==================== design 1
design_1/layer_met1.png
The bar under the picture is 20 um long.
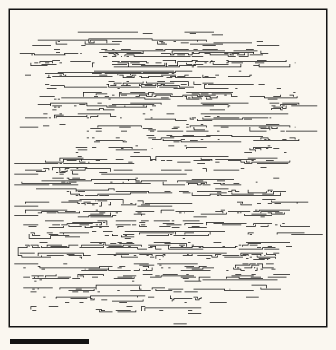
design_1/layer_met2.png
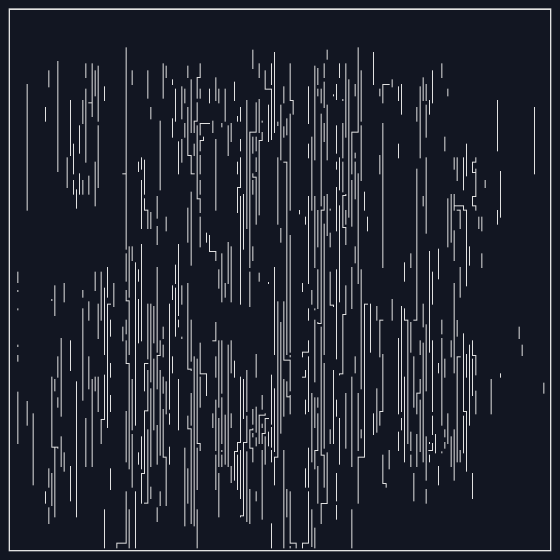
### config.mk
export PLATFORM = sky130hd
export DESIGN_NAME = countdown_timer_bcd
export DESIGN_NICKNAME = d
export VERILOG_FILES = /design/src/rtl/countdown_timer_bcd_pkg.sv /design/src/rtl/countdown_timer_bcd_digit.sv /design/src/rtl/countdown_timer_bcd.sv
export SDC_FILE = /design/constraint.sdc
export NUM_CORES = 1
export LEC_CHECK = 0
export CORE_MARGIN = 2
export CORE_UTILIZATION = 41
export DETAILED_ROUTE_END_ITERATION = 10
export GPL_ROUTABILITY_DRIVEN = 0
export PLACE_DENSITY_LB_ADDON = 0.1
export REMOVE_ABC_BUFFERS = 1
export SLEW_MARGIN = 20
export SYNTH_ARGS = -nofsm -noshare
export SYNTH_HDL_FRONTEND = slang
export SYNTH_SLANG_ARGS = --single-unit
### constraint.sdc
create_clock -name clk -period 2.1 [get_ports clk]
set_input_delay 0.21 -clock clk [delete_from_list [all_inputs] [get_ports clk]]
set_output_delay 0.21 -clock clk [all_outputs]
set_load 0.005 [all_outputs]
### src/rtl/countdown_timer_bcd_pkg.sv
// Shared types and constants for the MM:SS BCD countdown timer.
package countdown_timer_bcd_pkg;

  typedef enum logic [1:0] {
    IDLE,
    RUN,
    PAUSED,
    EXPIRED
  } state_e;

  localparam logic [3:0] DIGIT_MAX    = 4'd9;
  localparam logic [3:0] SEC_TENS_MAX = 4'd5;

  function automatic logic [3:0] bcd_tens(input int unsigned v);
    return 4'(v / 10);
  endfunction

  function automatic logic [3:0] bcd_ones(input int unsigned v);
    return 4'(v % 10);
  endfunction

endpackage

### src/rtl/countdown_timer_bcd_digit.sv
// One BCD down-counting digit; wraps 0 -> MAX_VAL and forwards a borrow.
module bcd_down_digit #(
  parameter logic [3:0] MAX_VAL = 4'd9
) (
  input  logic       clk,
  input  logic       rst,
  input  logic       load,
  input  logic [3:0] load_val,
  input  logic       dec_en,
  input  logic       borrow_in,
  output logic [3:0] digit,
  output logic       borrow_out
);

  logic [3:0] digit_q;

  always_ff @(posedge clk) begin
    if (rst || load) begin
      digit_q <= load_val;
    end else if (dec_en && borrow_in) begin
      digit_q <= (digit_q == '0) ? MAX_VAL : digit_q - 4'd1;
    end
  end

  assign digit      = digit_q;
  assign borrow_out = borrow_in && (digit_q == '0);

endmodule

### src/rtl/countdown_timer_bcd.sv
// MM:SS countdown timer with run/pause/reload control, 1 Hz tick pulse and expiry flag.
module countdown_timer_bcd #(
  parameter int unsigned TICKS_PER_SEC = 50000000,
  parameter int unsigned START_MIN     = 1,
  parameter int unsigned START_SEC     = 30
) (
  input  logic       clk,
  input  logic       rst,
  input  logic       start,
  input  logic       pause,
  input  logic       reload,
  output logic [3:0] min_tens,
  output logic [3:0] min_ones,
  output logic [3:0] sec_tens,
  output logic [3:0] sec_ones,
  output logic       sec_tick,
  output logic       running,
  output logic       expired
);
  import countdown_timer_bcd_pkg::*;

  localparam int unsigned   PW = (TICKS_PER_SEC > 1) ? $clog2(TICKS_PER_SEC) : 1;
  localparam logic [PW-1:0] TC = PW'(TICKS_PER_SEC - 1);

  state_e        state_q;
  logic [PW-1:0] presc_q;
  logic          sec_tick_q, running_q, expired_q;

  logic go, hold, tc, dec_en, last_sec;
  logic b_so, b_st, b_mo, all_zero;

  assign go   = start && !pause;
  assign hold = pause && !start;
  assign tc   = (presc_q == TC);

  // The borrow out of the top digit is high only at 00:00, so it doubles as the zero detector.
  assign dec_en   = (state_q == RUN) && !reload && !hold && tc && !all_zero;
  assign last_sec = (min_tens == '0) && (min_ones == '0) && (sec_tens == '0) && (sec_ones == 4'd1);

  bcd_down_digit #(.MAX_VAL(DIGIT_MAX)) u_sec_ones (
    .clk(clk), .rst(rst), .load(reload), .load_val(bcd_ones(START_SEC)),
    .dec_en(dec_en), .borrow_in(1'b1), .digit(sec_ones), .borrow_out(b_so)
  );

  bcd_down_digit #(.MAX_VAL(SEC_TENS_MAX)) u_sec_tens (
    .clk(clk), .rst(rst), .load(reload), .load_val(bcd_tens(START_SEC)),
    .dec_en(dec_en), .borrow_in(b_so), .digit(sec_tens), .borrow_out(b_st)
  );

  bcd_down_digit #(.MAX_VAL(DIGIT_MAX)) u_min_ones (
    .clk(clk), .rst(rst), .load(reload), .load_val(bcd_ones(START_MIN)),
    .dec_en(dec_en), .borrow_in(b_st), .digit(min_ones), .borrow_out(b_mo)
  );

  bcd_down_digit #(.MAX_VAL(DIGIT_MAX)) u_min_tens (
    .clk(clk), .rst(rst), .load(reload), .load_val(bcd_tens(START_MIN)),
    .dec_en(dec_en), .borrow_in(b_mo), .digit(min_tens), .borrow_out(all_zero)
  );

  always_ff @(posedge clk) begin
    if (rst || reload) begin
      state_q    <= IDLE;
      presc_q    <= '0;
      sec_tick_q <= 1'b0;
      running_q  <= 1'b0;
      expired_q  <= 1'b0;
    end else begin
      sec_tick_q <= 1'b0;
      unique case (state_q)
        IDLE: begin
          if (go) begin
            presc_q <= '0;
            if (all_zero) begin
              state_q   <= EXPIRED;
              expired_q <= 1'b1;
            end else begin
              state_q   <= RUN;
              running_q <= 1'b1;
            end
          end
        end
        RUN: begin
          if (hold) begin
            state_q   <= PAUSED;
            running_q <= 1'b0;
          end else if (tc) begin
            presc_q    <= '0;
            sec_tick_q <= 1'b1;
            if (last_sec) begin
              state_q   <= EXPIRED;
              running_q <= 1'b0;
              expired_q <= 1'b1;
            end
          end else begin
            presc_q <= presc_q + PW'(1);
          end
        end
        PAUSED: begin
          if (go) begin
            state_q   <= RUN;
            running_q <= 1'b1;
          end
        end
        EXPIRED: ;
        default: state_q <= IDLE;
      endcase
    end
  end

  assign sec_tick = sec_tick_q;
  assign running  = running_q;
  assign expired  = expired_q;

endmodule

==> results.toml <==
# generated from flow reports
[grt]
grt_max_degree = 27
grt_pass1_wl_mm = 10.2
grt_pass1_vias = 2244

[routing]
first_iter_violations = 154
final_antenna_net_count = 0
routed_via_density = 5.36
dr.pass1.iters = 5

[final_timing]
skew_ns = 0.00393
setup_ws_ns = -0.156
slew_headroom = 0.648
timing.setup.tns_ns = -0.754
hold_viol_final = 0
setup_viol = 9
fin_crit_ns = 2.26
period_used_share = 1.07
slew_violations = 0

[cells_and_area]
nNetsFinal = 381
layout-drive-gt1-share = 0.296
diodes = 0
comb_share = 0.446
comb_area_mm2 = 0.00156
layout_top_cell = "buf_4"
lay_top_cells = "buf_4 (59), dfxtp_1 (42), nor2_1 (32), nand2_1 (24), clkdlybuf4s50_1 (23)"
inverters = 7
largest_register_ffs = 26
clk_share = 0.0336
n_all_buffers = 88
design_area_mm2 = 0.00350
seq-cell-share = 0.270
nClkBuffers = 6
regArea_um2 = 947
buf_share = 0.216
finalNonFillerCells = 444
num-fill-cells = 478

[pwr]
powerClk_uw = 691
p_seq_uw = 896
clockPowerShare = 0.407
ir_drop_uv = 336

[synthesis]
synth_area_mm2 = 0.00238
synth_top_area_share = 0.395
ys_cells = 286
synth.distinct_cells = 45
ys_top_logic_family = "simple AND/OR/NAND/NOR gates"
ys_sh_xor = 0.0698
synth_area_leader_cell = "dfxtp_1"
ys.flops = 47
ys_top_cells_by_count = "dfxtp_1 (47), nor2_1 (32), nand2_1 (24)"
ys_area_mm2 = 0.00238

[worst_hold_path]
hold_path_startpoint = "expired$_SDFFE_PP0P_"
min_to = "expired$_SDFFE_PP0P_"

[worst_setup_path]
crit_type = "register to register"
cp_max_fo = 3
critPathLaunch = "u_sec_ones.digit[3]$_SDFFE_PP0P_"
path_buffers = 0
cp.required_ns = 2.34
reg2reg_from = "u_sec_ones.digit[3]$_SDFFE_PP0P_"
r2r_slack_ns = -0.16

[job]
warning_count = 30

[cts]
clockRootBuffer = "clkbuf_8"
cts_resized = 16

[status]
outcome = "finished with violations"
failed_checks = "setup timing"

[floorplanning]
fp-row-count = 27
num_io_pins = 24
die_h_um = 80.3

[placed_design]
pre_cts_slack_ns = -0.149
placed_cells = 428
## Picture notes: design_1/layer_met1.png
The layer carries 3060 um of wire. The wires run mostly horizontal. The longest straight run is 28.1 um. The layer holds 49% of the routed length. 356 nets have wire on it.
GR Util met1: 0.277
drt total wl: 6.27 mm
vias: 2380

## Picture notes: design_1/layer_met2.png
321 nets have wire on it. The layer carries 2920 um of wire.
GR Util met2: 0.313

-- logic make-up after synthesis --
family | Yosys count
AND-OR/OR-AND | 46
adder cells (fa/ha/maj) | 5
multiplexers | 6
AND/OR/NAND/NOR | 146
XOR/XNOR | 19
flip-flops | 47
buffers and inverters | 17
-- tightest hold or removal path: cells and delay by family, from the launching register on --
kind / cells / cell delay (ns)
buffers and inverters: 1 / 0.05
flip-flops: 1 / 0.32
AND-OR/OR-AND: 1 / 0.05
-- routing by layer --
metal,GRT usage,routed length (um)
met5,0,0
met2,0.313,2920
met3,0.0371,208
met1,0.277,3060
met4,0.0695,82

==================== design 2
design_2/layer_met1.png
The bar under the picture is 50 um long.
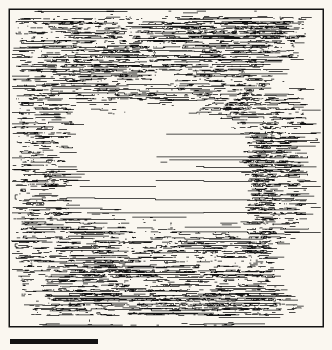
==> config.mk <==
export PLATFORM = sky130hd
export DESIGN_NAME = id_ex_stage
export DESIGN_NICKNAME = d
export VERILOG_FILES = /design/src/rtl/riscv_pkg.sv /design/src/rtl/fwd_mux.sv /design/src/rtl/id_ex_stage.sv
export SDC_FILE = /design/constraint.sdc
export NUM_CORES = 1
export LEC_CHECK = 0
export CORE_AREA = 3 3 175 177
export DETAILED_ROUTE_END_ITERATION = 8
export DIE_AREA = 0 0 178 180
export GPL_TIMING_DRIVEN = 0
export HOLD_SLACK_MARGIN = 0.08
export PLACE_DENSITY = 0.74
export REMOVE_ABC_BUFFERS = 1
export SYNTH_ARGS = -nofsm -noshare
export SYNTH_HDL_FRONTEND = slang
export SYNTH_SLANG_ARGS = --single-unit
==> constraint.sdc <==
create_clock -name clk -period 2.52 [get_ports clk]
set_input_delay 0.252 -clock clk [delete_from_list [all_inputs] [get_ports clk]]
set_output_delay 0.252 -clock clk [all_outputs]
set_load 0.01 [all_outputs]
==> src/rtl/riscv_pkg.sv <==
// Shared RV32 pipeline encodings: ALU ops, forward selects, result sources, bubble values.
// Latency: n/a (types and constants only).
// Backpressure: n/a.
package riscv_pkg;

  // ALU operation encodings carried in ALUControl
  localparam logic [4:0] ALU_ADD = 5'b00000;
  localparam logic [4:0] ALU_SUB = 5'b00001;
  localparam logic [4:0] ALU_AND = 5'b00010;
  localparam logic [4:0] ALU_OR  = 5'b00011;
  localparam logic [4:0] ALU_XOR = 5'b00100;
  localparam logic [4:0] ALU_SLT = 5'b00101;

  // Hazard-unit forward selects; 2'b11 is unused and falls back to the register value
  typedef enum logic [1:0] {
    FWD_REG = 2'b00,
    FWD_W   = 2'b01,
    FWD_M   = 2'b10
  } fwd_sel_e;

  // Writeback result source encodings
  localparam logic [1:0] RES_ALU = 2'b00;
  localparam logic [1:0] RES_MEM = 2'b01;
  localparam logic [1:0] RES_PC4 = 2'b10;

  // funct3 value that matches no branch condition, so a bubble can never branch
  localparam logic [2:0] BUBBLE_FUNCT3   = 3'b010;
  localparam logic [4:0] BUBBLE_ALU_CTRL = ALU_ADD;

  // Control bundle travelling down the pipe alongside the data
  typedef struct packed {
    logic       reg_write;
    logic       mem_write;
    logic       branch;
    logic       jump;
    logic       alu_src;
    logic [1:0] result_src;
    logic [4:0] alu_control;
    logic [2:0] funct3;
  } ctrl_t;

  localparam ctrl_t BUBBLE_CTRL = '{
    reg_write:   1'b0,
    mem_write:   1'b0,
    branch:      1'b0,
    jump:        1'b0,
    alu_src:     1'b0,
    result_src:  RES_ALU,
    alu_control: BUBBLE_ALU_CTRL,
    funct3:      BUBBLE_FUNCT3
  };

endpackage

==> src/rtl/fwd_mux.sv <==
// 3:1 operand forward selector: register value, W-stage result or M-stage ALU result.
// Latency: purely combinational.
// Backpressure: none; follows the select every cycle.
module fwd_mux
  import riscv_pkg::*;
#(
  parameter int XLEN = 32
) (
  input  logic [XLEN-1:0] reg_val,
  input  logic [XLEN-1:0] w_val,
  input  logic [XLEN-1:0] m_val,
  input  logic [1:0]      sel,
  output logic [XLEN-1:0] fwd_val
);

  // Pick the forwarded source; the unused 2'b11 code keeps the register value
  always_comb begin
    fwd_val = reg_val;
    case (sel)
      FWD_W:   fwd_val = w_val;
      FWD_M:   fwd_val = m_val;
      default: fwd_val = reg_val;
    endcase
  end

endmodule

==> src/rtl/id_ex_stage.sv <==
// ID/EX pipeline register with E-stage operand forwarding, immediate select and branch target add.
// Latency: one clk from D inputs to E registers; operand/target outputs combinational from E state.
// Backpressure: StallE holds every E register; FlushE (or rst) loads a bubble and wins over StallE.
module id_ex_stage
  import riscv_pkg::*;
#(
  parameter int XLEN   = 32,
  parameter int NOP_RD = 0
) (
  input  logic            clk,
  input  logic            rst,
  input  logic            StallE,
  input  logic            FlushE,
  input  logic [XLEN-1:0] RD1D,
  input  logic [XLEN-1:0] RD2D,
  input  logic [XLEN-1:0] PCD,
  input  logic [XLEN-1:0] PCPlus4D,
  input  logic [XLEN-1:0] ImmExtD,
  input  logic [4:0]      Rs1D,
  input  logic [4:0]      Rs2D,
  input  logic [4:0]      RdD,
  input  logic [4:0]      ALUControlD,
  input  logic [2:0]      funct3D,
  input  logic            RegWriteD,
  input  logic            MemWriteD,
  input  logic            BranchD,
  input  logic            JumpD,
  input  logic            ALUSrcD,
  input  logic [1:0]      ResultSrcD,
  input  logic [XLEN-1:0] ALUResultM,
  input  logic [XLEN-1:0] ResultW,
  input  logic [1:0]      ForwardAE,
  input  logic [1:0]      ForwardBE,
  output logic [XLEN-1:0] SrcAE,
  output logic [XLEN-1:0] SrcBE,
  output logic [XLEN-1:0] WriteDataE,
  output logic [XLEN-1:0] PCTargetE,
  output logic [XLEN-1:0] PCPlus4E,
  output logic [4:0]      Rs1E,
  output logic [4:0]      Rs2E,
  output logic [4:0]      RdE,
  output logic [4:0]      ALUControlE,
  output logic [2:0]      funct3E,
  output logic            RegWriteE,
  output logic            MemWriteE,
  output logic            BranchE,
  output logic            JumpE,
  output logic [1:0]      ResultSrcE
);

  localparam logic [4:0] NOP_RD_L = NOP_RD[4:0];

  ctrl_t           ctrl_e;
  logic [XLEN-1:0] rd1_e;
  logic [XLEN-1:0] rd2_e;
  logic [XLEN-1:0] pc_e;
  logic [XLEN-1:0] pc_plus4_e;
  logic [XLEN-1:0] imm_e;
  logic [4:0]      rs1_e;
  logic [4:0]      rs2_e;
  logic [4:0]      rd_e;
  logic [XLEN-1:0] fwd_a;
  logic [XLEN-1:0] fwd_b;

  // E-stage registers: reset and flush both load a bubble, stall holds, otherwise capture D
  always_ff @(posedge clk) begin
    if (rst || FlushE) begin
      ctrl_e     <= BUBBLE_CTRL;
      rd1_e      <= '0;
      rd2_e      <= '0;
      pc_e       <= '0;
      pc_plus4_e <= '0;
      imm_e      <= '0;
      rs1_e      <= '0;
      rs2_e      <= '0;
      rd_e       <= NOP_RD_L;
    end else if (!StallE) begin
      ctrl_e     <= '{
        reg_write:   RegWriteD,
        mem_write:   MemWriteD,
        branch:      BranchD,
        jump:        JumpD,
        alu_src:     ALUSrcD,
        result_src:  ResultSrcD,
        alu_control: ALUControlD,
        funct3:      funct3D
      };
      rd1_e      <= RD1D;
      rd2_e      <= RD2D;
      pc_e       <= PCD;
      pc_plus4_e <= PCPlus4D;
      imm_e      <= ImmExtD;
      rs1_e      <= Rs1D;
      rs2_e      <= Rs2D;
      rd_e       <= RdD;
    end
  end

  // x0 suppression is the hazard unit's job, so forwarding follows the selects blindly
  fwd_mux #(.XLEN(XLEN)) u_fwd_a (
    .reg_val (rd1_e),
    .w_val   (ResultW),
    .m_val   (ALUResultM),
    .sel     (ForwardAE),
    .fwd_val (fwd_a)
  );

  fwd_mux #(.XLEN(XLEN)) u_fwd_b (
    .reg_val (rd2_e),
    .w_val   (ResultW),
    .m_val   (ALUResultM),
    .sel     (ForwardBE),
    .fwd_val (fwd_b)
  );

  assign SrcAE      = fwd_a;
  assign SrcBE      = ctrl_e.alu_src ? imm_e : fwd_b;
  assign WriteDataE = fwd_b;
  // Target add wraps at XLEN bits; the carry is dropped
  assign PCTargetE  = pc_e + imm_e;
  assign PCPlus4E   = pc_plus4_e;

  assign Rs1E        = rs1_e;
  assign Rs2E        = rs2_e;
  assign RdE         = rd_e;
  assign ALUControlE = ctrl_e.alu_control;
  assign funct3E     = ctrl_e.funct3;
  assign RegWriteE   = ctrl_e.reg_write;
  assign MemWriteE   = ctrl_e.mem_write;
  assign BranchE     = ctrl_e.branch;
  assign JumpE       = ctrl_e.jump;
  assign ResultSrcE  = ctrl_e.result_src;

endmodule

==> results.toml <==
# generated from flow reports
[cells_and_area]
nClkBuffers = 19
buf_share = 0.321

[floorplanning]
dieWidth_um = 178
die_h_um = 180
initCoreUtil = 0.332
floorplan.tapcells = 390

[worst_hold_path]
min_to = "rd1_e[10]$_SDFFE_PP0N_"

[cts]
cts_setup_buffers = 34
cts.sink_count = 190
htree_levels = 4
cts_buffer_depth = 2

[final_timing]
period_used_share = 1.40
skew_ns = 0
slew_violations = 0
setup_viol = 26
fin_crit_ns = 3.53
rsz0062_at_grt = "yes"
setup_ws_ns = -1.01

[worst_setup_path]
crit_type = "register to primary output"
start_kind = "register"
crit_family = "AND-OR/OR-AND gates"

[synthesis]
synth_area_mm2 = 0.00977
ys_sh_xor = 0.0278
edf_count = 0
synth.distinct_cells = 45

[status]
failed_checks = "setup timing"
outcome = "finished with violations"

[grt]
use_met3 = 0.0572

[routing]
drc = 0

[placed_design]
gp_congestion = 0.882

[pwr]
power_frac_seq = 0.393
## Picture notes: design_2/layer_met1.png
The layer holds 41% of the routed length. The wires run mostly horizontal.
vias: 10100
drt total wl: 41.8 mm
GR Util met1: 0.308

## Yosys cell counts, types with 3 or more instances
master      n
mux2i_1   189
and3_1      4
nor2_1    205
mux2_2     32
o211ai_1    5
a31oi_1     3
nor3_1      4
clkbuf_1   66
o21ai_0    79
nand2_1    85
dfxtp_1   190
buf_1       9
or2_2       3
nand4_1     4
ha_1       35
a22oi_1    65
inv_1      12
xnor2_1    17
xor2_1     14
a21o_1     14
buf_4      10
a21oi_1    26
## metal layers
layer  part of all wire  up-vias
met5                  0        -
met4              0.033        0
met3              0.067       79
met2               0.49      439
met1               0.41     4825
li1                   -     4720

==================== design 3
design_3/layer_met1.png
The bar under the picture is 20 um long.
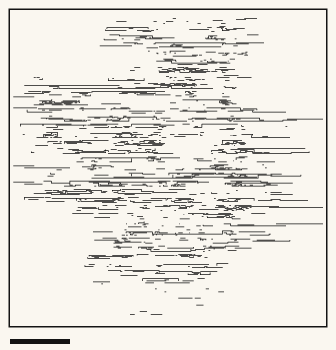
design_3/layer_met2.png
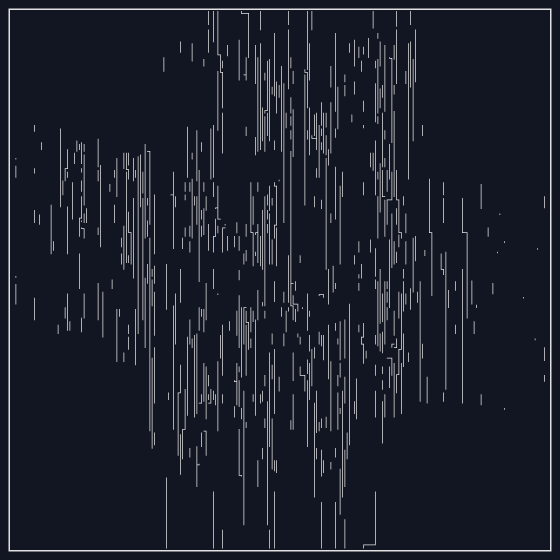
design_3/layer_met3.png
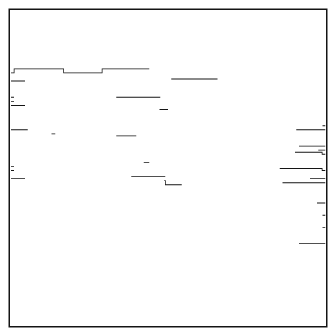
File: config.mk
export PLATFORM = sky130hd
export DESIGN_NAME = etm_acc_18
export DESIGN_NICKNAME = d
export VERILOG_FILES = /design/src/rtl/etm_acc_18.sv
export SDC_FILE = /design/constraint.sdc
export NUM_CORES = 1
export LEC_CHECK = 0
export ABC_CLOCK_PERIOD_IN_PS = 7400
export CAP_MARGIN = 40
export CORE_MARGIN = 2
export CORE_UTILIZATION = 30
export CTS_CLUSTER_DIAMETER = 150
export DETAILED_ROUTE_END_ITERATION = 10
export HOLD_SLACK_MARGIN = 0.02
export SLEW_MARGIN = 25
export SYNTH_ARGS = -nofsm -noshare
export SYNTH_HDL_FRONTEND = slang
export SYNTH_SLANG_ARGS = --single-unit
export TNS_END_PERCENT = 1
File: constraint.sdc
create_clock -name clk -period 7.4 [get_ports clk]
set_input_delay 2.22 -clock clk [delete_from_list [all_inputs] [get_ports clk]]
set_output_delay 2.22 -clock clk [all_outputs]
set_load 0.02 [all_outputs]
File: src/rtl/etm_acc_18.sv
// Windowed accumulator for ETM multiplier products: sums ACC_LEN unsigned products
// modulo 2^18, flags any dropped carry, and hands the result off over valid/ready.

module rca_18bits (
  input  logic [17:0] i_a,
  input  logic [17:0] i_b,
  output logic [17:0] o_sum
);

  always_comb begin
    logic w_carry;
    w_carry = 1'b0;
    o_sum   = '0;
    for (int i = 0; i < 18; i++) begin
      o_sum[i] = i_a[i] ^ i_b[i] ^ w_carry;
      w_carry  = (i_a[i] & i_b[i]) | (w_carry & (i_a[i] ^ i_b[i]));
    end
  end

endmodule

module etm_acc_18 #(
  parameter int unsigned ACC_LEN = 9,
  parameter int unsigned IN_W    = 16
) (
  input  logic            clk,
  input  logic            rst,
  input  logic            in_valid,
  output logic            in_ready,
  input  logic [IN_W-1:0] in_prod,
  output logic            out_valid,
  input  logic            out_ready,
  output logic [17:0]     out_sum,
  output logic            out_ovf
);

  typedef enum logic [1:0] {StIdle, StAcc, StDone} state_e;

  localparam logic [6:0] LenC = 7'(ACC_LEN);

  state_e      r_state, w_state;
  logic [17:0] r_acc, w_acc;
  logic        r_ovf, w_ovf;
  logic [6:0]  r_cnt, w_cnt;
  logic        r_out_valid, w_out_valid;
  logic [17:0] r_out_sum, w_out_sum;
  logic        r_out_ovf, w_out_ovf;
  // Holds in_ready low until the first clock edge after reset release.
  logic        r_live;

  logic [17:0] w_prod_ext;
  logic [17:0] w_add_sum;
  logic        w_carry17;
  logic        w_in_xfer;
  logic        w_out_xfer;
  logic [6:0]  w_cnt_inc;

  assign w_prod_ext = {{(18 - IN_W){1'b0}}, in_prod};

  rca_18bits u_rca (
    .i_a   (r_acc),
    .i_b   (w_prod_ext),
    .o_sum (w_add_sum)
  );

  // The adder has no carry out; a wrapped sum is smaller than the old accumulator.
  assign w_carry17  = (w_add_sum < r_acc);
  assign in_ready   = r_live && (r_state != StDone);
  assign w_in_xfer  = in_valid && in_ready;
  assign w_out_xfer = r_out_valid && out_ready;
  assign w_cnt_inc  = r_cnt + 7'd1;

  always_comb begin
    w_state     = r_state;
    w_acc       = r_acc;
    w_ovf       = r_ovf;
    w_cnt       = r_cnt;
    w_out_valid = r_out_valid;
    w_out_sum   = r_out_sum;
    w_out_ovf   = r_out_ovf;
    unique case (r_state)
      StIdle: begin
        if (w_in_xfer) begin
          w_acc   = w_prod_ext;
          w_ovf   = 1'b0;
          w_cnt   = 7'd1;
          w_state = StAcc;
        end
      end
      StAcc: begin
        if (w_in_xfer) begin
          w_acc = w_add_sum;
          w_ovf = r_ovf | w_carry17;
          w_cnt = w_cnt_inc;
          if (w_cnt_inc == LenC) begin
            w_state     = StDone;
            w_out_valid = 1'b1;
            w_out_sum   = w_add_sum;
            w_out_ovf   = r_ovf | w_carry17;
          end
        end
      end
      StDone: begin
        if (w_out_xfer) begin
          w_state     = StIdle;
          w_cnt       = 7'd0;
          w_out_valid = 1'b0;
        end
      end
      default: begin
        w_state     = StIdle;
        w_cnt       = 7'd0;
        w_out_valid = 1'b0;
      end
    endcase
  end

  always_ff @(posedge clk or posedge rst) begin
    if (rst) begin
      r_state     <= StIdle;
      r_acc       <= '0;
      r_ovf       <= 1'b0;
      r_cnt       <= '0;
      r_out_valid <= 1'b0;
      r_out_sum   <= '0;
      r_out_ovf   <= 1'b0;
      r_live      <= 1'b0;
    end else begin
      r_state     <= w_state;
      r_acc       <= w_acc;
      r_ovf       <= w_ovf;
      r_cnt       <= w_cnt;
      r_out_valid <= w_out_valid;
      r_out_sum   <= w_out_sum;
      r_out_ovf   <= w_out_ovf;
      r_live      <= 1'b1;
    end
  end

  assign out_valid = r_out_valid;
  assign out_sum   = r_out_sum;
  assign out_ovf   = r_out_ovf;

endmodule
==> results.toml <==
# generated from flow reports
[status]
outcome = "finished with violations"
failed_checks = "setup timing"

[pwr]
power.density_mw_per_mm2 = 130
ir_drop_uv = 74.3
power_uw = 503
leakage_uw = 0.00179

[cells_and_area]
layout-drive-gt1-share = 0.199
design_area_mm2 = 0.00386
diodes = 0
fin_util = 0.379
finalNonFillerCells = 498
lay_top_cells = "dfrtp_1 (49), inv_1 (47), clkdlybuf4s50_1 (38), nand2_1 (27), nor2_1 (24)"

[final_timing]
setup_ws_ns = -1.62
slew_headroom = 0.555
hold_viol_final = 0
hold_ws_ns = 0.489
rsz0062_at_grt = "yes"
period_used_share = 1.22
setup_viol = 11
fin_crit_ns = 9.02
max_freq_mhz = 111
timing.setup.tns_ns = -8.42

[synthesis]
synth.distinct_cells = 44
ys.flops = 49
ys_sh_xor = 0.0113
ys.flop_type = "dfrtp_1"
ys_cells = 311
yosys.area_share.simple = 0.101
mux_area_frac = 0.0972
synthArstFlopShare = 1.00
synthAoiAreaFrac = 0.132
ys_top_logic_family = "adder cells"
ys_top_cells_by_count = "inv_1 (51), dfrtp_1 (49), nand2_1 (27)"
synthesis.nets = 365
ys_area_mm2 = 0.00310
edf_count = 0

[placed_design]
placed_cells = 489
placed_cell_area_mm2 = 0.00372

[worst_setup_path]
r2r-end = "out_ovf$_DFFE_PP0P_"
path_depth = 25
crit_end = "out_ovf$_DFFE_PP0P_"
cpMostUsedCell = "fa_2"
reg2reg_from = "r_acc[0]$_DFFE_PP0P_"
reg2regPathDepth = 24
crit_type = "input port to register"
crit_family = "adder cells"
path_buffers = 3
cp_max_fo = 2

[cts]
clk_latency_ns = 0.31
htree_levels = 2
cts_resized = 15
numCtsBuffers = 5
cts.sink_count = 49
cts.reportedPaths.clkPinSlew_ns = 0.10

[routing]
wl_per_cell_um = 12.8
drc = 0
dr.pass1.iters = 4
routed-wl-met2_mm = 2.95
dr.max_layer_used = "met4"

[grt]
grt_overflow = 0
grt_max_degree = 50
grt_pass1_wl_mm = 11.2
grt_use_total = 0.123

[floorplanning]
die_area_mm2 = 0.0112
fp-row-count = 37
dieWidth_um = 106
initCoreUtil = 0.305

[job]
warning_count = 31

[worst_hold_path]
hold_class = "register to register"
min_path_cells = 2
Notes on design_3/layer_met1.png above:
The wires run mostly horizontal. 380 nets have wire on it. The longest straight run is 33.6 um. The layer holds 50% of the routed length.
drt total wl: 6.38 mm
vias: 2269
GR Util met1: 0.170

Notes on design_3/layer_met2.png above:
The wires run mostly vertical. The layer carries 2950 um of wire. The longest straight run is 37.7 um. 347 nets have wire on it. The layer holds 46% of the routed length.
GR Util met2: 0.199

Notes on design_3/layer_met3.png above:
The layer holds 3.3% of the routed length. The wires run mostly horizontal. 25 nets have wire on it. The longest straight run is 16.6 um.
GR Util met3: 0.0229

where the power goes:
| part | total (uW) | internal, uW | switching, uW | leakage [uW] |
|---|---|---|---|---|
| registers | 268 | 268 | 0.225 | 0.000641 |
| clock network | 164 | 65.6 | 98.1 | 0.0000439 |
| logic | 70.8 | 35.0 | 35.9 | 0.00111 |
| total | 503 | 368 | 134 | 0.00179 |
area by class of cell:
type,instances,area [um^2]
fillers,1044,6320
well taps,136,170
clock buffers,5,68.8
flip-flops and latches,49,1230
multi-input cells,200,1680
clock inverters,3,17.5
repair buffers,54,503
inverters,51,191

==================== design 4
design_4/layer_met1.png
The bar under the picture is 20 um long.
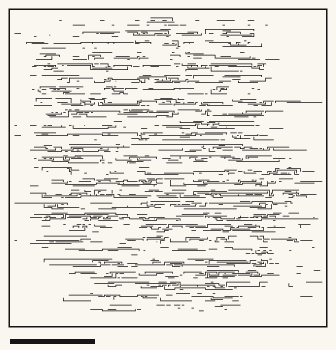
design_4/layer_met2.png
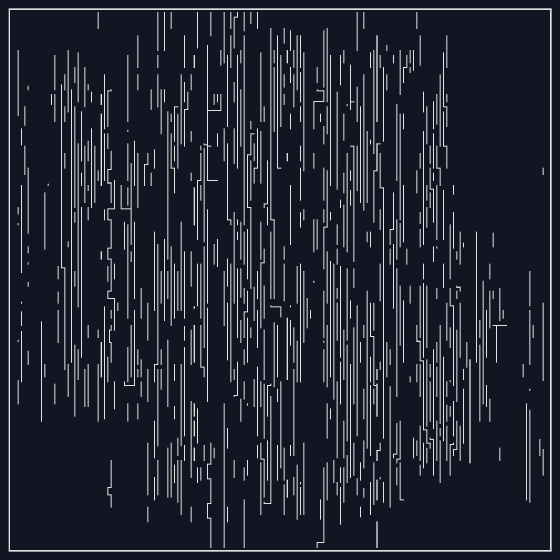
design_4/layer_met3.png
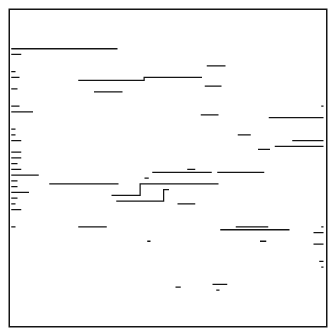
### src/rtl/codec_iic_pkg.sv
// Shared types and constants for the codec I2C write master: FSM states,
// quarter index type and the per-state SCL/SDA levels.
package codec_iic_pkg;

    typedef enum logic [2:0] {IDLE, START, BIT, ACK, STOP, DONE} state_e;

    typedef logic [1:0] quarter_t;

    localparam logic RW_WRITE       = 1'b0;
    localparam int   BITS_PER_FRAME = 9;

    // Returns {scl, sda_oe} for a state and quarter; sda_oe=1 pulls SDA low.
    function automatic logic [1:0] bus_levels(state_e s, quarter_t q, logic data_bit);
        logic [1:0] lv;
        lv = 2'b10;
        case (s)
            START: begin
                case (q)
                    2'd0, 2'd1: lv = 2'b10;
                    2'd2:       lv = 2'b11;
                    default:    lv = 2'b01;
                endcase
            end
            BIT:  lv = {q[1], ~data_bit};
            ACK:  lv = {q[1], 1'b0};
            STOP: begin
                case (q)
                    2'd0, 2'd1: lv = 2'b01;
                    2'd2:       lv = 2'b11;
                    default:    lv = 2'b10;
                endcase
            end
            default: lv = 2'b10;
        endcase
        return lv;
    endfunction

endpackage

### src/rtl/iic_quarter_tick.sv
// Quarter-period timebase: counts 0..DIV-1, ticks on DIV-1 and advances a
// 2-bit quarter index. Synchronous clear and a hold input for SCL stretching.
module iic_quarter_tick
    import codec_iic_pkg::*;
#(
    parameter int DIV = 125
) (
    input  logic     clk_i,
    input  logic     rst_i,
    input  logic     clr_i,
    input  logic     hold_i,
    output logic     tick_o,
    output quarter_t quarter_o
);

    localparam int CW = (DIV > 1) ? $clog2(DIV) : 1;
    localparam logic [CW-1:0] LAST = CW'(DIV - 1);

    logic [CW-1:0] cnt_q;
    quarter_t      quarter_q;

    assign tick_o    = (cnt_q == LAST) && !hold_i && !clr_i;
    assign quarter_o = quarter_q;

    always_ff @(posedge clk_i) begin
        if (rst_i || clr_i) begin
            cnt_q     <= '0;
            quarter_q <= '0;
        end else if (!hold_i) begin
            if (cnt_q == LAST) begin
                cnt_q     <= '0;
                quarter_q <= quarter_q + 2'd1;
            end else begin
                cnt_q <= cnt_q + 1'b1;
            end
        end
    end

endmodule

### src/rtl/codec_iic_master.sv
// I2C write master for the codec config bus: START, address+W, payload bytes
// with ACK checks, STOP. Optional slave clock stretching: IIC_CLOCK_STRETCH_EN.
module codec_iic_master
    import codec_iic_pkg::*;
#(
    parameter int DIV       = 125,
    parameter int MAX_BYTES = 4,
    parameter int CNT_W     = $clog2(MAX_BYTES + 1)
) (
    input  logic                   clk_clk,
    input  logic                   reset_reset,
    input  logic                   start,
    input  logic [6:0]             dev_addr,
    input  logic [8*MAX_BYTES-1:0] payload,
    input  logic [CNT_W-1:0]       byte_count,
    output logic                   busy,
    output logic                   done,
    output logic                   ack_error,
    output logic                   iic_scl_out,
    output logic                   iic_sda_oe,
    input  logic                   iic_sda_in
`ifdef IIC_CLOCK_STRETCH_EN
    ,
    input  logic                   iic_scl_in
`endif
);

    localparam logic [CNT_W-1:0] MAX_CNT  = CNT_W'(MAX_BYTES);
    localparam logic [2:0]       LAST_BIT = 3'(BITS_PER_FRAME - 2);

    state_e                 state_q;
    logic                   busy_q, done_q, ack_error_q, scl_q, sda_oe_q;
    logic [7:0]             sh_q;
    logic [8*MAX_BYTES-1:0] payload_q;
    logic [CNT_W-1:0]       bytes_left_q;
    logic [2:0]             bit_q;

    logic     tick, hold, clr;
    quarter_t quarter;

    assign clr = (state_q == IDLE);

`ifdef IIC_CLOCK_STRETCH_EN
    // Only stretch once we are already releasing SCL high; otherwise the
    // one-cycle output register lag would read our own low level as a stretch.
    assign hold = scl_q && !iic_scl_in && quarter[1] &&
                  (state_q inside {START, BIT, ACK, STOP});
`else
    assign hold = 1'b0;
`endif

    iic_quarter_tick #(.DIV(DIV)) u_tick (
        .clk_i     (clk_clk),
        .rst_i     (reset_reset),
        .clr_i     (clr),
        .hold_i    (hold),
        .tick_o    (tick),
        .quarter_o (quarter)
    );

    always_ff @(posedge clk_clk) begin
        if (reset_reset) begin
            state_q      <= IDLE;
            busy_q       <= 1'b0;
            done_q       <= 1'b0;
            ack_error_q  <= 1'b0;
            scl_q        <= 1'b1;
            sda_oe_q     <= 1'b0;
            sh_q         <= '0;
            payload_q    <= '0;
            bytes_left_q <= '0;
            bit_q        <= '0;
        end else begin
            done_q <= 1'b0;
            {scl_q, sda_oe_q} <= bus_levels(state_q, quarter, sh_q[7]);
            case (state_q)
                IDLE: begin
                    // The cycle carrying done is still closing the previous transfer.
                    if (start && !done_q) begin
                        state_q      <= START;
                        busy_q       <= 1'b1;
                        ack_error_q  <= 1'b0;
                        sh_q         <= {dev_addr, RW_WRITE};
                        payload_q    <= payload;
                        bytes_left_q <= (byte_count > MAX_CNT) ? MAX_CNT : byte_count;
                        bit_q        <= '0;
                    end
                end
                START: begin
                    if (tick && quarter == 2'd3) state_q <= BIT;
                end
                BIT: begin
                    if (tick && quarter == 2'd3) begin
                        sh_q <= {sh_q[6:0], 1'b0};
                        if (bit_q == LAST_BIT) begin
                            bit_q   <= '0;
                            state_q <= ACK;
                        end else begin
                            bit_q <= bit_q + 3'd1;
                        end
                    end
                end
                ACK: begin
                    if (tick && quarter == 2'd2 && iic_sda_in) ack_error_q <= 1'b1;
                    if (tick && quarter == 2'd3) begin
                        if (!ack_error_q && bytes_left_q != '0) begin
                            state_q      <= BIT;
                            sh_q         <= payload_q[7:0];
                            payload_q    <= payload_q >> 8;
                            bytes_left_q <= bytes_left_q - 1'b1;
                        end else begin
                            state_q <= STOP;
                        end
                    end
                end
                STOP: begin
                    if (tick && quarter == 2'd3) state_q <= DONE;
                end
                DONE: begin
                    state_q <= IDLE;
                    busy_q  <= 1'b0;
                    done_q  <= 1'b1;
                end
                default: state_q <= IDLE;
            endcase
        end
    end

    assign busy        = busy_q;
    assign done        = done_q;
    assign ack_error   = ack_error_q;
    assign iic_scl_out = scl_q;
    assign iic_sda_oe  = sda_oe_q;

endmodule

### config.mk
export PLATFORM = sky130hd
export DESIGN_NAME = codec_iic_master
export DESIGN_NICKNAME = d
export VERILOG_FILES = /design/src/rtl/codec_iic_pkg.sv /design/src/rtl/iic_quarter_tick.sv /design/src/rtl/codec_iic_master.sv
export SDC_FILE = /design/constraint.sdc
export NUM_CORES = 1
export LEC_CHECK = 0
export CORE_UTILIZATION = 55
export DETAILED_ROUTE_END_ITERATION = 8
export PLACE_DENSITY = 0.89
export SYNTH_ARGS = -nofsm -noshare
export SYNTH_HDL_FRONTEND = slang
export SYNTH_SLANG_ARGS = --single-unit
### constraint.sdc
create_clock -name clk_clk -period 3 [get_ports clk_clk]
set_input_delay 0.75 -clock clk_clk [delete_from_list [all_inputs] [get_ports clk_clk]]
set_output_delay 0.75 -clock clk_clk [all_outputs]
set_load 0.01 [all_outputs]
==> results.toml <==
# generated from flow reports
[pwr]
ir_drop_uv = 317
power.density_mw_per_mm2 = 509

[synthesis]
synth_dominant_cell_count = "nand2_1"
synth_top_area_share = 0.433

[worst_setup_path]
max_stage_delay_ns = 0.46
cp.required_ns = 3.24
critPathLaunch = "start"

[routing]
final_antenna_net_count = 0
drc = 0
dr.pass1.iters = 4

[grt]
grt_max_degree = 32
grt_pass1_wl_mm = 10.4
grt_use_total = 0.249

[cts]
cts_resized = 0
clk_latency_ns = 0.34

[cells_and_area]
regArea_mm2 = 0.00126
num-fill-cells = 416
nNetsFinal = 449
area_growth_pct = 25.7
lay_top_cells = "nand2_1 (66), dfxtp_1 (63), nor2_1 (50), clkdlybuf4s50_1 (50), a311oi_1 (24)"
comb_share = 0.407
clk_share = 0.0540

[placed_design]
placed_cell_area_mm2 = 0.00347

[final_timing]
period_used_share = 0.750
hold_viol_final = 0

[status]
outcome = "completed"

[floorplanning]
floorplan.tapcells = 70
## Picture notes: design_4/layer_met1.png
400 nets have wire on it. The wires run mostly horizontal. The layer holds 44% of the routed length. The layer carries 2820 um of wire. The longest straight run is 26.2 um.
GR Util met1: 0.282
drt total wl: 6.45 mm

## Picture notes: design_4/layer_met2.png
The longest straight run is 37.7 um. The layer holds 50% of the routed length.
vias: 2643
GR Util met2: 0.432

## Picture notes: design_4/layer_met3.png
The layer holds 4.3% of the routed length. 45 nets have wire on it. The layer carries 279 um of wire. The longest straight run is 24.8 um. The wires run mostly horizontal.
GR Util met3: 0.0696

-- kinds of logic (layout without fill, tap and decap cells) --
group	count (synthesis)	after routing	synth area share
buffers and inverters	34	86	0.0550
flip-flops	63	63	0.433
XOR/XNOR	6	6	0.0180
AND/OR/NAND/NOR	149	149	0.226
adder cells (fa/ha/maj)	9	9	0.0386
AND-OR/OR-AND	78	78	0.206
multiplexers	7	7	0.0240
-- report_power, final --
part           internal [uW]  leakage [uW]  total (uW)  switching, uW
Sequential               882      0.000517         912           29.7
Combinational            117      0.000835         214           97.5
Clock                    423     0.0000985         738            314

==================== design 5
design_5/layer_met1.png
The bar under the picture is 50 um long.
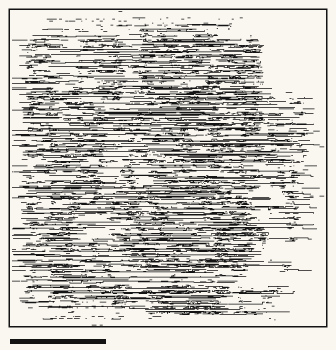
design_5/layer_met2.png
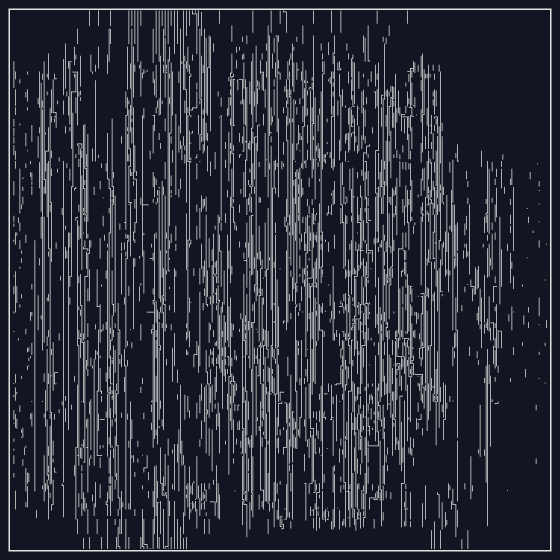
--- src/rtl/alu_arbiter.sv ---
`default_nettype none
// ============================================================================
// Module   : ALU / alu_arbiter
// Purpose  : alu_arbiter shares one 32-bit ALU between two requesters. It uses
//            round-robin arbitration with valid/ready requests and valid/ready
//            responses. Operands are held on the ALU for SETTLE_CYCLES so the
//            ripple logic resolves. The result and flags are then registered
//            and returned to the requester that was granted.
// Ports    : clk, reset (sync, active-high)
//            req0_*/req1_*   : valid/ready request with a, b, cmd
//            resp0_*/resp1_* : valid/ready response
//            resp_result/carryout/zero/overflow : shared registered response
// Revision : 1.0  initial release
// ============================================================================

// ----------------------------------------------------------------------------
// ALU: 32-bit combinational ALU.
// Commands: 000 add, 001 sub, 010 xor, 011 slt, 100 and, 101 nand, 110 nor,
// 111 or. Carryout, zero and overflow are valid only for add/sub and are
// forced to 0 for every other command.
// ----------------------------------------------------------------------------
module ALU (
    input  logic [31:0] i_a,
    input  logic [31:0] i_b,
    input  logic [2:0]  i_command,
    output logic [31:0] o_result,
    output logic        o_carryout,
    output logic        o_zero,
    output logic        o_overflow
);
    localparam logic [2:0] c_add  = 3'b000;
    localparam logic [2:0] c_sub  = 3'b001;
    localparam logic [2:0] c_xor  = 3'b010;
    localparam logic [2:0] c_slt  = 3'b011;
    localparam logic [2:0] c_and  = 3'b100;
    localparam logic [2:0] c_nand = 3'b101;
    localparam logic [2:0] c_nor  = 3'b110;

    logic        w_is_sub;
    logic [31:0] w_b_eff;
    logic [32:0] w_sum;
    logic        w_ovf;
    logic        w_slt;

    // Subtraction and slt share the adder as a + ~b + 1.
    assign w_is_sub = (i_command == c_sub) || (i_command == c_slt);
    assign w_b_eff  = w_is_sub ? ~i_b : i_b;
    assign w_sum    = {1'b0, i_a} + {1'b0, w_b_eff} + {32'd0, w_is_sub};
    assign w_ovf    = (i_a[31] == w_b_eff[31]) && (w_sum[31] != i_a[31]);
    // Signed less-than: the sign of the difference, corrected when it overflowed.
    assign w_slt    = w_sum[31] ^ w_ovf;

    always_comb begin
        o_result   = 32'd0;
        o_carryout = 1'b0;
        o_zero     = 1'b0;
        o_overflow = 1'b0;
        case (i_command)
            c_add, c_sub: begin
                o_result   = w_sum[31:0];
                o_carryout = w_sum[32];
                o_overflow = w_ovf;
                o_zero     = (w_sum[31:0] == 32'd0);
            end
            c_xor:   o_result = i_a ^ i_b;
            c_slt:   o_result = {31'd0, w_slt};
            c_and:   o_result = i_a & i_b;
            c_nand:  o_result = ~(i_a & i_b);
            c_nor:   o_result = ~(i_a | i_b);
            default: o_result = i_a | i_b;
        endcase
    end
endmodule

// ----------------------------------------------------------------------------
// alu_arbiter: top level
// ----------------------------------------------------------------------------
module alu_arbiter #(
    parameter int SETTLE_CYCLES = 4
) (
    input  logic        clk,
    input  logic        reset,
    input  logic        req0_valid,
    output logic        req0_ready,
    input  logic [31:0] req0_a,
    input  logic [31:0] req0_b,
    input  logic [2:0]  req0_cmd,
    input  logic        req1_valid,
    output logic        req1_ready,
    input  logic [31:0] req1_a,
    input  logic [31:0] req1_b,
    input  logic [2:0]  req1_cmd,
    output logic        resp0_valid,
    input  logic        resp0_ready,
    output logic        resp1_valid,
    input  logic        resp1_ready,
    output logic [31:0] resp_result,
    output logic        resp_carryout,
    output logic        resp_zero,
    output logic        resp_overflow
);
    localparam int                c_cnt_w = (SETTLE_CYCLES > 1) ? $clog2(SETTLE_CYCLES) : 1;
    localparam logic [c_cnt_w-1:0] c_load = c_cnt_w'(SETTLE_CYCLES - 1);

    typedef enum logic [1:0] {
        IDLE = 2'd0,
        EXEC = 2'd1,
        RESP = 2'd2
    } state_t;

    state_t               r_state;
    logic [31:0]          r_a;
    logic [31:0]          r_b;
    logic [2:0]           r_cmd;
    logic [c_cnt_w-1:0]   r_count;
    logic                 r_owner;
    logic                 r_last_grant;

    logic [31:0]          w_alu_result;
    logic                 w_alu_carry;
    logic                 w_alu_zero;
    logic                 w_alu_ovf;
    logic                 w_resp_take;

    // The ALU only ever sees the operand registers, so the request inputs
    // cannot disturb an operation that is settling.
    ALU u_alu (
        .i_a        (r_a),
        .i_b        (r_b),
        .i_command  (r_cmd),
        .o_result   (w_alu_result),
        .o_carryout (w_alu_carry),
        .o_zero     (w_alu_zero),
        .o_overflow (w_alu_ovf)
    );

    // Round robin: when both requesters are valid, the one not granted last
    // time wins. A lone requester wins regardless of history.
    assign req0_ready = (r_state == IDLE) && req0_valid && (!req1_valid || r_last_grant);
    assign req1_ready = (r_state == IDLE) && req1_valid && (!req0_valid || !r_last_grant);

    // Only the owner's response ready is honoured.
    assign w_resp_take = r_owner ? resp1_ready : resp0_ready;

    always_ff @(posedge clk) begin
        if (reset) begin
            r_state       <= IDLE;
            r_a           <= 32'd0;
            r_b           <= 32'd0;
            r_cmd         <= 3'd0;
            r_count       <= '0;
            r_owner       <= 1'b0;
            r_last_grant  <= 1'b1;
            resp0_valid   <= 1'b0;
            resp1_valid   <= 1'b0;
            resp_result   <= 32'd0;
            resp_carryout <= 1'b0;
            resp_zero     <= 1'b0;
            resp_overflow <= 1'b0;
        end else begin
            case (r_state)
                IDLE: begin
                    if (req0_ready) begin
                        r_a          <= req0_a;
                        r_b          <= req0_b;
                        r_cmd        <= req0_cmd;
                        r_owner      <= 1'b0;
                        r_last_grant <= 1'b0;
                        r_count      <= c_load;
                        r_state      <= EXEC;
                    end else if (req1_ready) begin
                        r_a          <= req1_a;
                        r_b          <= req1_b;
                        r_cmd        <= req1_cmd;
                        r_owner      <= 1'b1;
                        r_last_grant <= 1'b1;
                        r_count      <= c_load;
                        r_state      <= EXEC;
                    end
                end
                EXEC: begin
                    if (r_count != '0) begin
                        r_count <= r_count - 1'b1;
                    end else begin
                        resp_result   <= w_alu_result;
                        resp_carryout <= w_alu_carry;
                        resp_zero     <= w_alu_zero;
                        resp_overflow <= w_alu_ovf;
                        resp0_valid   <= !r_owner;
                        resp1_valid   <= r_owner;
                        r_state       <= RESP;
                    end
                end
                RESP: begin
                    // Returning to IDLE here means the next grant happens
                    // one cycle after the handshake, never in the same cycle.
                    if (w_resp_take) begin
                        resp0_valid <= 1'b0;
                        resp1_valid <= 1'b0;
                        r_state     <= IDLE;
                    end
                end
                default: r_state <= IDLE;
            endcase
        end
    end
endmodule
`default_nettype wire

--- config.mk ---
export PLATFORM = sky130hd
export DESIGN_NAME = alu_arbiter
export DESIGN_NICKNAME = d
export VERILOG_FILES = /design/src/rtl/alu_arbiter.sv
export SDC_FILE = /design/constraint.sdc
export NUM_CORES = 1
export LEC_CHECK = 0
export CORE_UTILIZATION = 35
export CTS_BUF_LIST = sky130_fd_sc_hd__clkbuf_8
export CTS_CLUSTER_DIAMETER = 30
export DETAILED_ROUTE_END_ITERATION = 12
export GPL_TIMING_DRIVEN = 0
export MAX_ROUTING_LAYER = met4
export PLACE_DENSITY_LB_ADDON = 0.1
export SYNTH_ARGS = -nofsm -noshare
export SYNTH_HDL_FRONTEND = slang
export SYNTH_SLANG_ARGS = --single-unit
--- constraint.sdc ---
create_clock -name clk -period 6.8 [get_ports clk]
set_input_delay 1.36 -clock clk [delete_from_list [all_inputs] [get_ports clk]]
set_output_delay 1.36 -clock clk [all_outputs]
set_load 0.005 [all_outputs]
==> results.toml <==
# generated from flow reports
[worst_setup_path]
start_kind = "register"
max_stage_delay_ns = 0.53
crit_family = "AND-OR/OR-AND gates"
crit_end = "resp_result[24]$_SDFFE_PP0P_"
crit_type = "register to register"
reg2regPathDepth = 18
path_depth = 18
cp.required_ns = 7.15
path_buffers = 5
cp_slowest_cell = "buf_1"

[synthesis]
ys.flops = 110
syn_inst = 1248
synthArstFlopShare = 0
avgSynthCellArea_um2 = 7.37
ys_sh_xor = 0.0734
synth_dominant_cell_count = "nand2_1"
ys_area_mm2 = 0.00919
synthesis.nets = 1486

[grt]
grt_max_degree = 22
use_met3 = 0.0328
grt_use_total = 0.266
grt_pass1_vias = 9080

[routing]
first_iter_violations = 815
final_antenna_net_count = 0
drc = 0
dr.pass1.iters = 7
routed-wl-met2_mm = 14.4
wl_met1_mm = 17.5

[final_timing]
tightestPinTransition_ns = 0.869
hold_viol_final = 0
timing.setup.tns_ns = 0
setup_viol = 0

[floorplanning]
core-area_mm2 = 0.0255

[cells_and_area]
comb_share = 0.549
design_area_mm2 = 0.0116
design.seq.count = 110
dominant_cells = "multi-input combinational cells"
comb_area_mm2 = 0.00636
nNetsFinal = 1674
fin_util = 0.455
diodes = 0
nClkBuffers = 9

[cts]
clockRootBuffer = "clkbuf_8"
cts_tree = "yes"
numCtsBuffers = 9
cts_resized = 0

[status]
outcome = "completed"

[pwr]
leakage_uw = 0.00449
power_uw = 2890
swShare = 0.468
p_comb_uw = 1580

[worst_hold_path]
min_to = "resp_zero$_SDFFE_PP0P_"

[placed_design]
dp_hpwl_mm = 27.9
## Picture notes: design_5/layer_met1.png
The layer holds 51% of the routed length. 1504 nets have wire on it.
GR Util met1: 0.388
drt total wl: 34.4 mm

## Picture notes: design_5/layer_met2.png
The layer holds 42% of the routed length. The layer carries 14400 um of wire. The longest straight run is 97.6 um.
vias: 9573
GR Util met2: 0.393

==> layout by cell type, fill, tap and decap left out, types with 9 or more instances in the layout <==
master	n
a211oi_1	30
a21o_1	10
a21oi_1	64
a222oi_1	19
a311oi_1	70
a31oi_1	9
buf_1	11
clkbuf_1	70
clkbuf_8	9
clkdlybuf4s50_1	177
dfxtp_1	110
ha_1	97
inv_1	78
nand2_1	247
nand3_1	11
nand4_1	10
nor2_1	125
nor2b_1	36
nor3_1	14
o21ai_0	27
xnor2_1	71


==> notes/layouts.md <==
Pictures saved along the way, in no particular order.

Met3 routing.
image #1
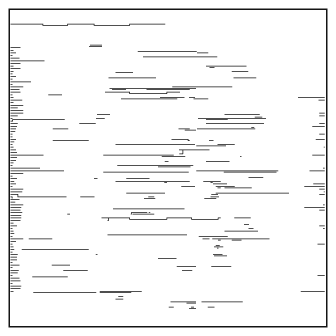
image #2
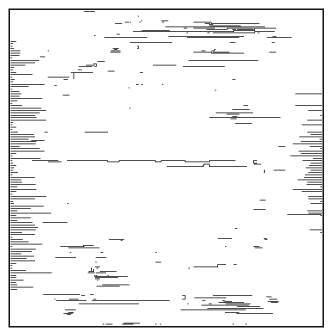
image #3
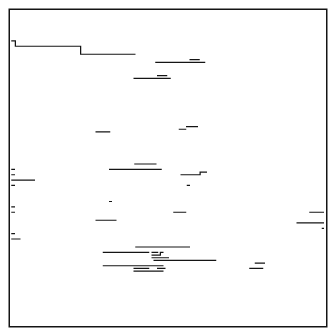
image #1 -> design 5
image #2 -> design 2
image #3 -> design 1

No activity file was given, so power comes from the tool's default toggle rates.
